######## la_sample_reader ########
### Gate-type map, la_sample_reader

Scale: 4 px per um.
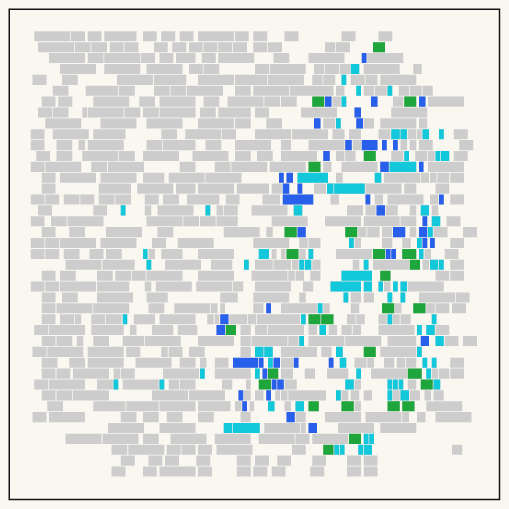

==> src/rtl/la_sample_reader.sv <==
// Logic-analyser read side: pops 64-bit capture words from the sample FIFO,
// unpacks them LSB byte first and streams exactly sample_num bytes to Ethernet TX.
module la_sample_reader #(
   parameter int DATA_WIDTH     = 64,
   parameter int BYTES_PER_WORD = 8
) (
   input  logic                  clk,
   input  logic                  rst_n,
   input  logic                  sample_run,
   input  logic [31:0]           sample_num,
   input  logic                  capture_done,
   output logic                  fifo_rd_en,
   input  logic [DATA_WIDTH-1:0] fifo_rd_data,
   input  logic                  fifo_empty,
   output logic [7:0]            tx_data,
   output logic                  tx_valid,
   input  logic                  tx_ready,
   output logic                  tx_last,
   output logic                  ethernet_read_done,
   output logic [2:0]            dbg_state
);

   localparam int IDX_W = (BYTES_PER_WORD > 1) ? $clog2(BYTES_PER_WORD) : 1;
   localparam logic [IDX_W-1:0] LAST_IDX = IDX_W'(BYTES_PER_WORD - 1);

   typedef enum logic [2:0] {
      ST_IDLE  = 3'd0,
      ST_FETCH = 3'd1,
      ST_POP   = 3'd2,
      ST_LOAD  = 3'd3,
      ST_SEND  = 3'd4,
      ST_FLUSH = 3'd5
   } state_t;

   state_t                state;
   logic                  run_r0, run_r1, run_r2;
   logic                  start_pulse;
   logic                  done_seen;
   logic [31:0]           bytes_left;
   logic [IDX_W-1:0]      byte_idx;
   logic [IDX_W-1:0]      idx_nxt;
   logic [DATA_WIDTH-1:0] word_q;
   logic [7:0]            next_byte;

   assign dbg_state = state;

   // sample_run is asynchronous to clk; the rising edge becomes a one-cycle start_pulse.
   always_ff @(posedge clk or negedge rst_n) begin
      if (!rst_n) begin
         run_r0      <= 1'b0;
         run_r1      <= 1'b0;
         run_r2      <= 1'b0;
         start_pulse <= 1'b0;
      end else begin
         run_r0      <= sample_run;
         run_r1      <= run_r0;
         run_r2      <= run_r1;
         start_pulse <= run_r1 & ~run_r2;
      end
   end

   always_comb begin
      idx_nxt   = byte_idx + 1'b1;
      next_byte = word_q[idx_nxt*8 +: 8];
   end

   // TX handshake: a byte transfers on a clock edge where tx_valid & tx_ready; while
   // tx_valid is high and tx_ready low, tx_data and tx_last hold their values.
   always_ff @(posedge clk or negedge rst_n) begin
      if (!rst_n) begin
         state              <= ST_IDLE;
         fifo_rd_en         <= 1'b0;
         tx_data            <= 8'd0;
         tx_valid           <= 1'b0;
         tx_last            <= 1'b0;
         ethernet_read_done <= 1'b1;
         done_seen          <= 1'b0;
         bytes_left         <= 32'd0;
         byte_idx           <= '0;
         word_q             <= '0;
      end else begin
         fifo_rd_en <= 1'b0;
         if (state != ST_IDLE && capture_done) begin
            done_seen <= 1'b1;
         end

         case (state)
            ST_IDLE: begin
               done_seen <= 1'b0;
               if (start_pulse && sample_num != 32'd0) begin
                  bytes_left         <= sample_num;
                  ethernet_read_done <= 1'b0;
                  state              <= ST_FETCH;
               end
            end

            ST_FETCH: begin
               if (!fifo_empty) begin
                  fifo_rd_en <= 1'b1;
                  state      <= ST_POP;
               end
            end

            // fifo_rd_en is high during this cycle; read data lands on the next one.
            ST_POP: state <= ST_LOAD;

            ST_LOAD: begin
               word_q   <= fifo_rd_data;
               byte_idx <= '0;
               tx_data  <= fifo_rd_data[7:0];
               tx_valid <= 1'b1;
               tx_last  <= (bytes_left == 32'd1);
               state    <= ST_SEND;
            end

            ST_SEND: begin
               if (tx_valid && tx_ready) begin
                  bytes_left <= bytes_left - 32'd1;
                  if (bytes_left == 32'd1) begin
                     tx_valid <= 1'b0;
                     tx_last  <= 1'b0;
                     state    <= ST_FLUSH;
                  end else if (byte_idx == LAST_IDX) begin
                     tx_valid <= 1'b0;
                     tx_last  <= 1'b0;
                     if (!fifo_empty) begin
                        fifo_rd_en <= 1'b1;
                        state      <= ST_POP;
                     end else begin
                        state <= ST_FETCH;
                     end
                  end else begin
                     byte_idx <= idx_nxt;
                     tx_data  <= next_byte;
                     tx_last  <= (bytes_left == 32'd2);
                  end
               end
            end

            // Drain leftovers one pop at a time; empty is only trusted while no pop is in flight.
            ST_FLUSH: begin
               if (done_seen && !fifo_rd_en) begin
                  if (fifo_empty) begin
                     ethernet_read_done <= 1'b1;
                     state              <= ST_IDLE;
                  end else begin
                     fifo_rd_en <= 1'b1;
                  end
               end
            end

            default: state <= ST_IDLE;
         endcase
      end
   end

endmodule
==> config.mk <==
export PLATFORM = sky130hd
export DESIGN_NAME = la_sample_reader
export DESIGN_NICKNAME = d
export VERILOG_FILES = /design/src/rtl/la_sample_reader.sv
export SDC_FILE = /design/constraint.sdc
export NUM_CORES = 1
export LEC_CHECK = 0
export CORE_MARGIN = 5
export CORE_UTILIZATION = 50
export CTS_CLUSTER_SIZE = 8
export DETAILED_ROUTE_END_ITERATION = 6
export PLACE_DENSITY_LB_ADDON = 0.12
export SYNTH_ARGS = -nofsm -noshare
export SYNTH_HDL_FRONTEND = slang
export SYNTH_SLANG_ARGS = --single-unit
==> constraint.sdc <==
create_clock -name clk -period 3.7 [get_ports clk]
set_input_delay 0.74 -clock clk [delete_from_list [all_inputs] [get_ports clk]]
set_output_delay 0.74 -clock clk [all_outputs]
set_load 0.02 [all_outputs]
######## pipe_stage_reg ########
**src/rtl/pipe_stage_reg.sv**
```systemverilog
// Generic pipeline stage register: PC/instr/sideband with valid/ready,
// 2-entry skid buffer, stall, flush-to-NOP and saturating perf counters.
module pipe_stage_reg #(
  parameter int unsigned          PC_W      = 32,
  parameter int unsigned          INSTR_W   = 32,
  parameter int unsigned          SIDE_W    = 8,
  parameter logic [INSTR_W-1:0]   NOP_INSTR = '0,
  parameter int unsigned          CNT_W     = 16
) (
  input  logic               clk_i,
  input  logic               rst_i,
  input  logic               in_valid_i,
  output logic               in_ready_o,
  input  logic [PC_W-1:0]    pc_i,
  input  logic [INSTR_W-1:0] instr_i,
  input  logic [SIDE_W-1:0]  side_i,
  input  logic               stall_i,
  input  logic               flush_i,
  output logic               out_valid_o,
  input  logic               out_ready_i,
  output logic [PC_W-1:0]    pc_o,
  output logic [INSTR_W-1:0] instr_o,
  output logic [SIDE_W-1:0]  side_o,
  output logic [CNT_W-1:0]   stall_cnt_o,
  output logic [CNT_W-1:0]   flush_cnt_o
);

  typedef struct packed {
    logic [PC_W-1:0]    pc;
    logic [INSTR_W-1:0] instr;
    logic [SIDE_W-1:0]  side;
  } beat_t;

  localparam beat_t RST_BEAT = '{
    pc:    '0,
    instr: NOP_INSTR,
    side:  '0
  };

  beat_t            main_q;
  beat_t            skid_q;
  beat_t            in_beat;
  logic             main_valid;
  logic             skid_valid;
  logic             push;
  logic             pop;
  logic             stall_evt;
  logic             flush_evt;
  logic [CNT_W-1:0] stall_q;
  logic [CNT_W-1:0] flush_q;

  assign in_beat.pc    = pc_i;
  assign in_beat.instr = instr_i;
  assign in_beat.side  = side_i;

  // ready depends only on the skid flop, never on out_ready_i/stall_i
  assign in_ready_o = ~skid_valid;
  assign push       = in_valid_i & in_ready_o;
  assign pop        = main_valid & out_ready_i & ~stall_i;

  assign out_valid_o = main_valid;
  assign pc_o        = main_q.pc;
  assign instr_o     = main_q.instr;
  assign side_o      = main_q.side;

  always_ff @(posedge clk_i or negedge rst_i) begin
    if (!rst_i) begin
      main_valid <= 1'b0;
      skid_valid <= 1'b0;
      main_q     <= RST_BEAT;
      skid_q     <= RST_BEAT;
    end else if (flush_i) begin
      main_valid   <= 1'b0;
      skid_valid   <= 1'b0;
      main_q.instr <= NOP_INSTR;
      main_q.side  <= '0;
    end else if (!main_valid || pop) begin
      if (skid_valid) begin
        main_q     <= skid_q;
        main_valid <= 1'b1;
        skid_valid <= 1'b0;
      end else if (push) begin
        main_q     <= in_beat;
        main_valid <= 1'b1;
      end else begin
        // bubble: pc keeps the last beat's value
        main_valid   <= 1'b0;
        main_q.instr <= NOP_INSTR;
        main_q.side  <= '0;
      end
    end else if (push) begin
      skid_q     <= in_beat;
      skid_valid <= 1'b1;
    end
  end

  assign stall_evt = main_valid & ~pop & ~flush_i;
  assign flush_evt = flush_i & (main_valid | skid_valid);

  always_ff @(posedge clk_i or negedge rst_i) begin
    if (!rst_i) begin
      stall_q <= '0;
      flush_q <= '0;
    end else begin
      if (stall_evt && !(&stall_q)) begin
        stall_q <= stall_q + CNT_W'(1);
      end
      if (flush_evt && !(&flush_q)) begin
        flush_q <= flush_q + CNT_W'(1);
      end
    end
  end

  assign stall_cnt_o = stall_q;
  assign flush_cnt_o = flush_q;

endmodule

```
**config.mk**
```make
export PLATFORM = sky130hd
export DESIGN_NAME = pipe_stage_reg
export DESIGN_NICKNAME = d
export VERILOG_FILES = /design/src/rtl/pipe_stage_reg.sv
export SDC_FILE = /design/constraint.sdc
export NUM_CORES = 1
export LEC_CHECK = 0
export ABC_CLOCK_PERIOD_IN_PS = 2100
export CAP_MARGIN = 40
export CELL_PAD_IN_SITES_DETAIL_PLACEMENT = 2
export CELL_PAD_IN_SITES_GLOBAL_PLACEMENT = 2
export CORE_UTILIZATION = 32
export CTS_BUF_LIST = sky130_fd_sc_hd__clkbuf_16
export DETAILED_ROUTE_END_ITERATION = 7
export GPL_TIMING_DRIVEN = 0
export HOLD_SLACK_MARGIN = 0.06
export PLACE_DENSITY_LB_ADDON = 0.1
export SYNTH_ARGS = -nofsm -noshare
export SYNTH_HDL_FRONTEND = slang
export SYNTH_SLANG_ARGS = --single-unit
```
**constraint.sdc**
```tcl
create_clock -name clk_i -period 2.1 [get_ports clk_i]
set_clock_uncertainty 0.05 [all_clocks]
set_input_delay 0.21 -clock clk_i [delete_from_list [all_inputs] [get_ports clk_i]]
set_output_delay 0.21 -clock clk_i [all_outputs]
set_load 0.02 [all_outputs]
```

==> gallery <==
Congestion heat map.
image #1
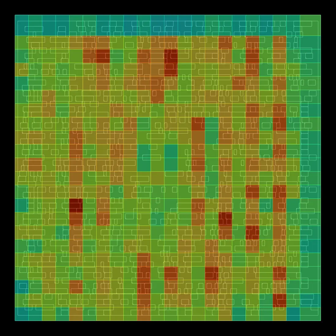
image #2
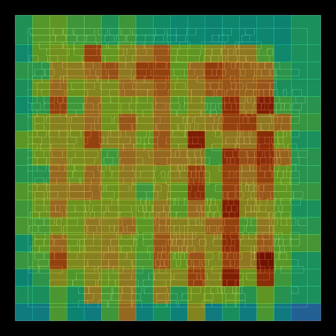
- highest utilization: image #2
- highest track usage: image #2
image #2: la_sample_reader
image #1: pipe_stage_reg

### The metal 4 layer, pipe_stage_reg

Scale: 3 px per um. Supply wires on this layer in grey.
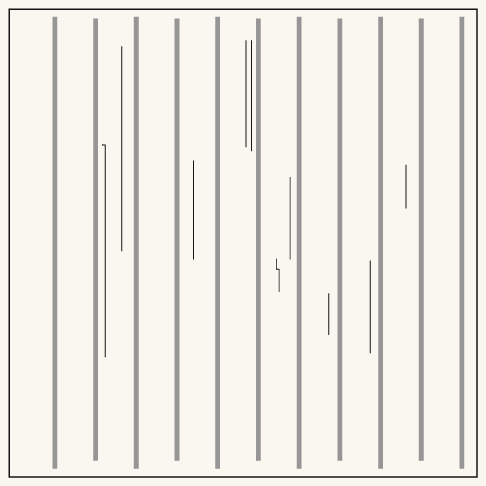
wire length on this layer = 342 um
nets with wire on the layer = 6
longest straight run = 70.6 um
routed wire length: 22200 um
routed vias: 5787

==> results.toml, pipe_stage_reg <==
# yosys + openroad results
[yosys]
ys_seq_frac = 0.5915
yosysWarningCount = 0
yosysTopAreaCell = "dfrtp_1"
synth-edff-count = 0
ys_async_sr_fraction = 1.000
ys.flop_type = "dfrtp_1"
yosysUniqueCellTypes = 38

[worst_setup_path]
path_class = "reg2reg"
arrival_ns = 2.27
worstRegToRegCells = 6
crit_path_top_delay_cell = "dfrtp_1"

[drt]
drt-initial-drc-count = 155
route.top_layer_used = "met4"
routed_via_density = 4.946
first_pass_iters = 4

[cts]
postCtsSetupBuffers = 0
clk_pin_slew_worst_paths_ns = 0.07
htree_levels = 4
cts_hold_buf = 1

[power]
cellLeakagePower_nw = 4.275
pwr.group.clock_w = 0.00305
comb-power_w = 0.00224

[die]
rows = 55

[global_routing]
global_route.usage.met2 = 0.3361

[final_timing]
tightestPinTransition_ns = 0.7358
tns_ns = 0

[job]
max_cap_viol_count = 0

[run_status]
outcome = "finished clean"

[cells_and_area]
diodes = 0
==> pipe_stage_reg: flip-flops by register name, indices dropped and copies added, names as in the netlist <==
name	flops
skid_q	72
instr_o	32
pc_o	32
flush_cnt_o	16
stall_cnt_o	16
side_o	8
out_valid_o	1
skid_valid	1
==> pipe_stage_reg: cell type report <==
type | count | area [sq um]
Tap cell | 313 | 391.6
Buffer | 39 | 180.2
Sequential cell | 178 | 4457
Fill cell | 2366 | 12430
Multi-Input combinational cell | 416 | 2913
Clock buffer | 17 | 425.4
Timing Repair Buffer | 189 | 1903
Clock inverter | 15 | 132.6
Inverter | 3 | 11.26
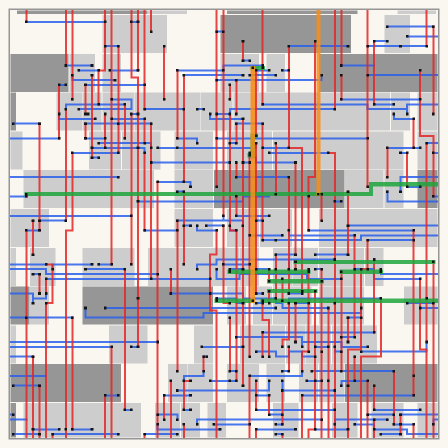
*Close-up of the layout, la_sample_reader*
Region (46, 22) to (76, 52) um. Cells in grey, sequential cells in the stronger grey; small squares are vias.
red -> M2
green -> M3
orange -> M4
blue -> M1
cells with their middle in the window = 68
sequential cells in the window = 6
most frequent = nand2_1 (8)
netlist names of flops here include = `dbg_state` (3)

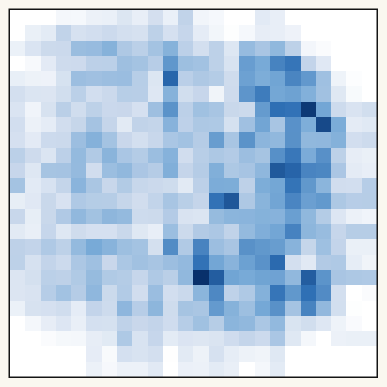
*Wire density map, la_sample_reader*
Scale: 3 px per um. 24 x 24 tiles, from white (low) to dark blue (high), scaled to the fullest tile. Values are wire area over tile area, all layers added.
densest ninth of the die = east
nearly empty tiles = 11%
tiles over half the peak = 13%
fullest tile = 0.61
mean over tiles = 0.17
emptiest ninth of the die = south-west
Total GRT Usage: 0.2273
routed vias: 5045
WL/cell: 18.99 um

## Picture notes: 'Gate-type map' of la_sample_reader
cyan -> nor cells  # cells 88
green -> non-inverting ao/oa cells  # cells 28
blue -> nand cells  # cells 47
Top cell excl fill/tap: dfrtp_1
logic share of the area: 0.3812

==> results.toml, la_sample_reader <==
# yosys + openroad results
[cells_and_area]
inverters = 9
drive_gt1_frac = 0.2211
largest_cell_class = "combinational gates"
flops = 119
comb_cells = 385
area_growth_pct = 30.76

[yosys]
yosysUniqueCellTypes = 58
synth_chip_area_sq_mm = 0.006292
ys_seq_frac = 0.4735
yosysMostFrequentCell = "dfrtp_1"

[die]
taps = 172
pin_count = 117

[cts]
postCtsSetupBuffers = 0
clock_sinks = 119
cts-root-buf = "clkbuf_16"

[drt]
ant_nets = 0
drt-initial-drc-count = 488
routed_via_density = 5.963

[place]
dp_hpwl_um = 11350
io_buffers = 116

[worst_setup_path]
crit_buf_inv = 0

[run_status]
outcome = "finished clean"

[job]
max_cap_viol_count = 0

[power]
clkPwrFrac = 0.239
la_sample_reader: worst min-delay path by stage:
stage / from / endpoint / cells after the start
6_report: run_r1$_DFF_PN0_ / run_r2$_DFF_PN0_ / 0
5_1_grt: run_r1$_DFF_PN0_ / run_r2$_DFF_PN0_ / 0
4_1_cts: run_r0$_DFF_PN0_ / run_r1$_DFF_PN0_ / 0
3_5_place_dp: run_r0$_DFF_PN0_ / run_r1$_DFF_PN0_ / 0
3_3_place_gp: run_r0$_DFF_PN0_ / run_r1$_DFF_PN0_ / 0
2_1_floorplan: run_r0$_DFF_PN0_ / run_r1$_DFF_PN0_ / 0

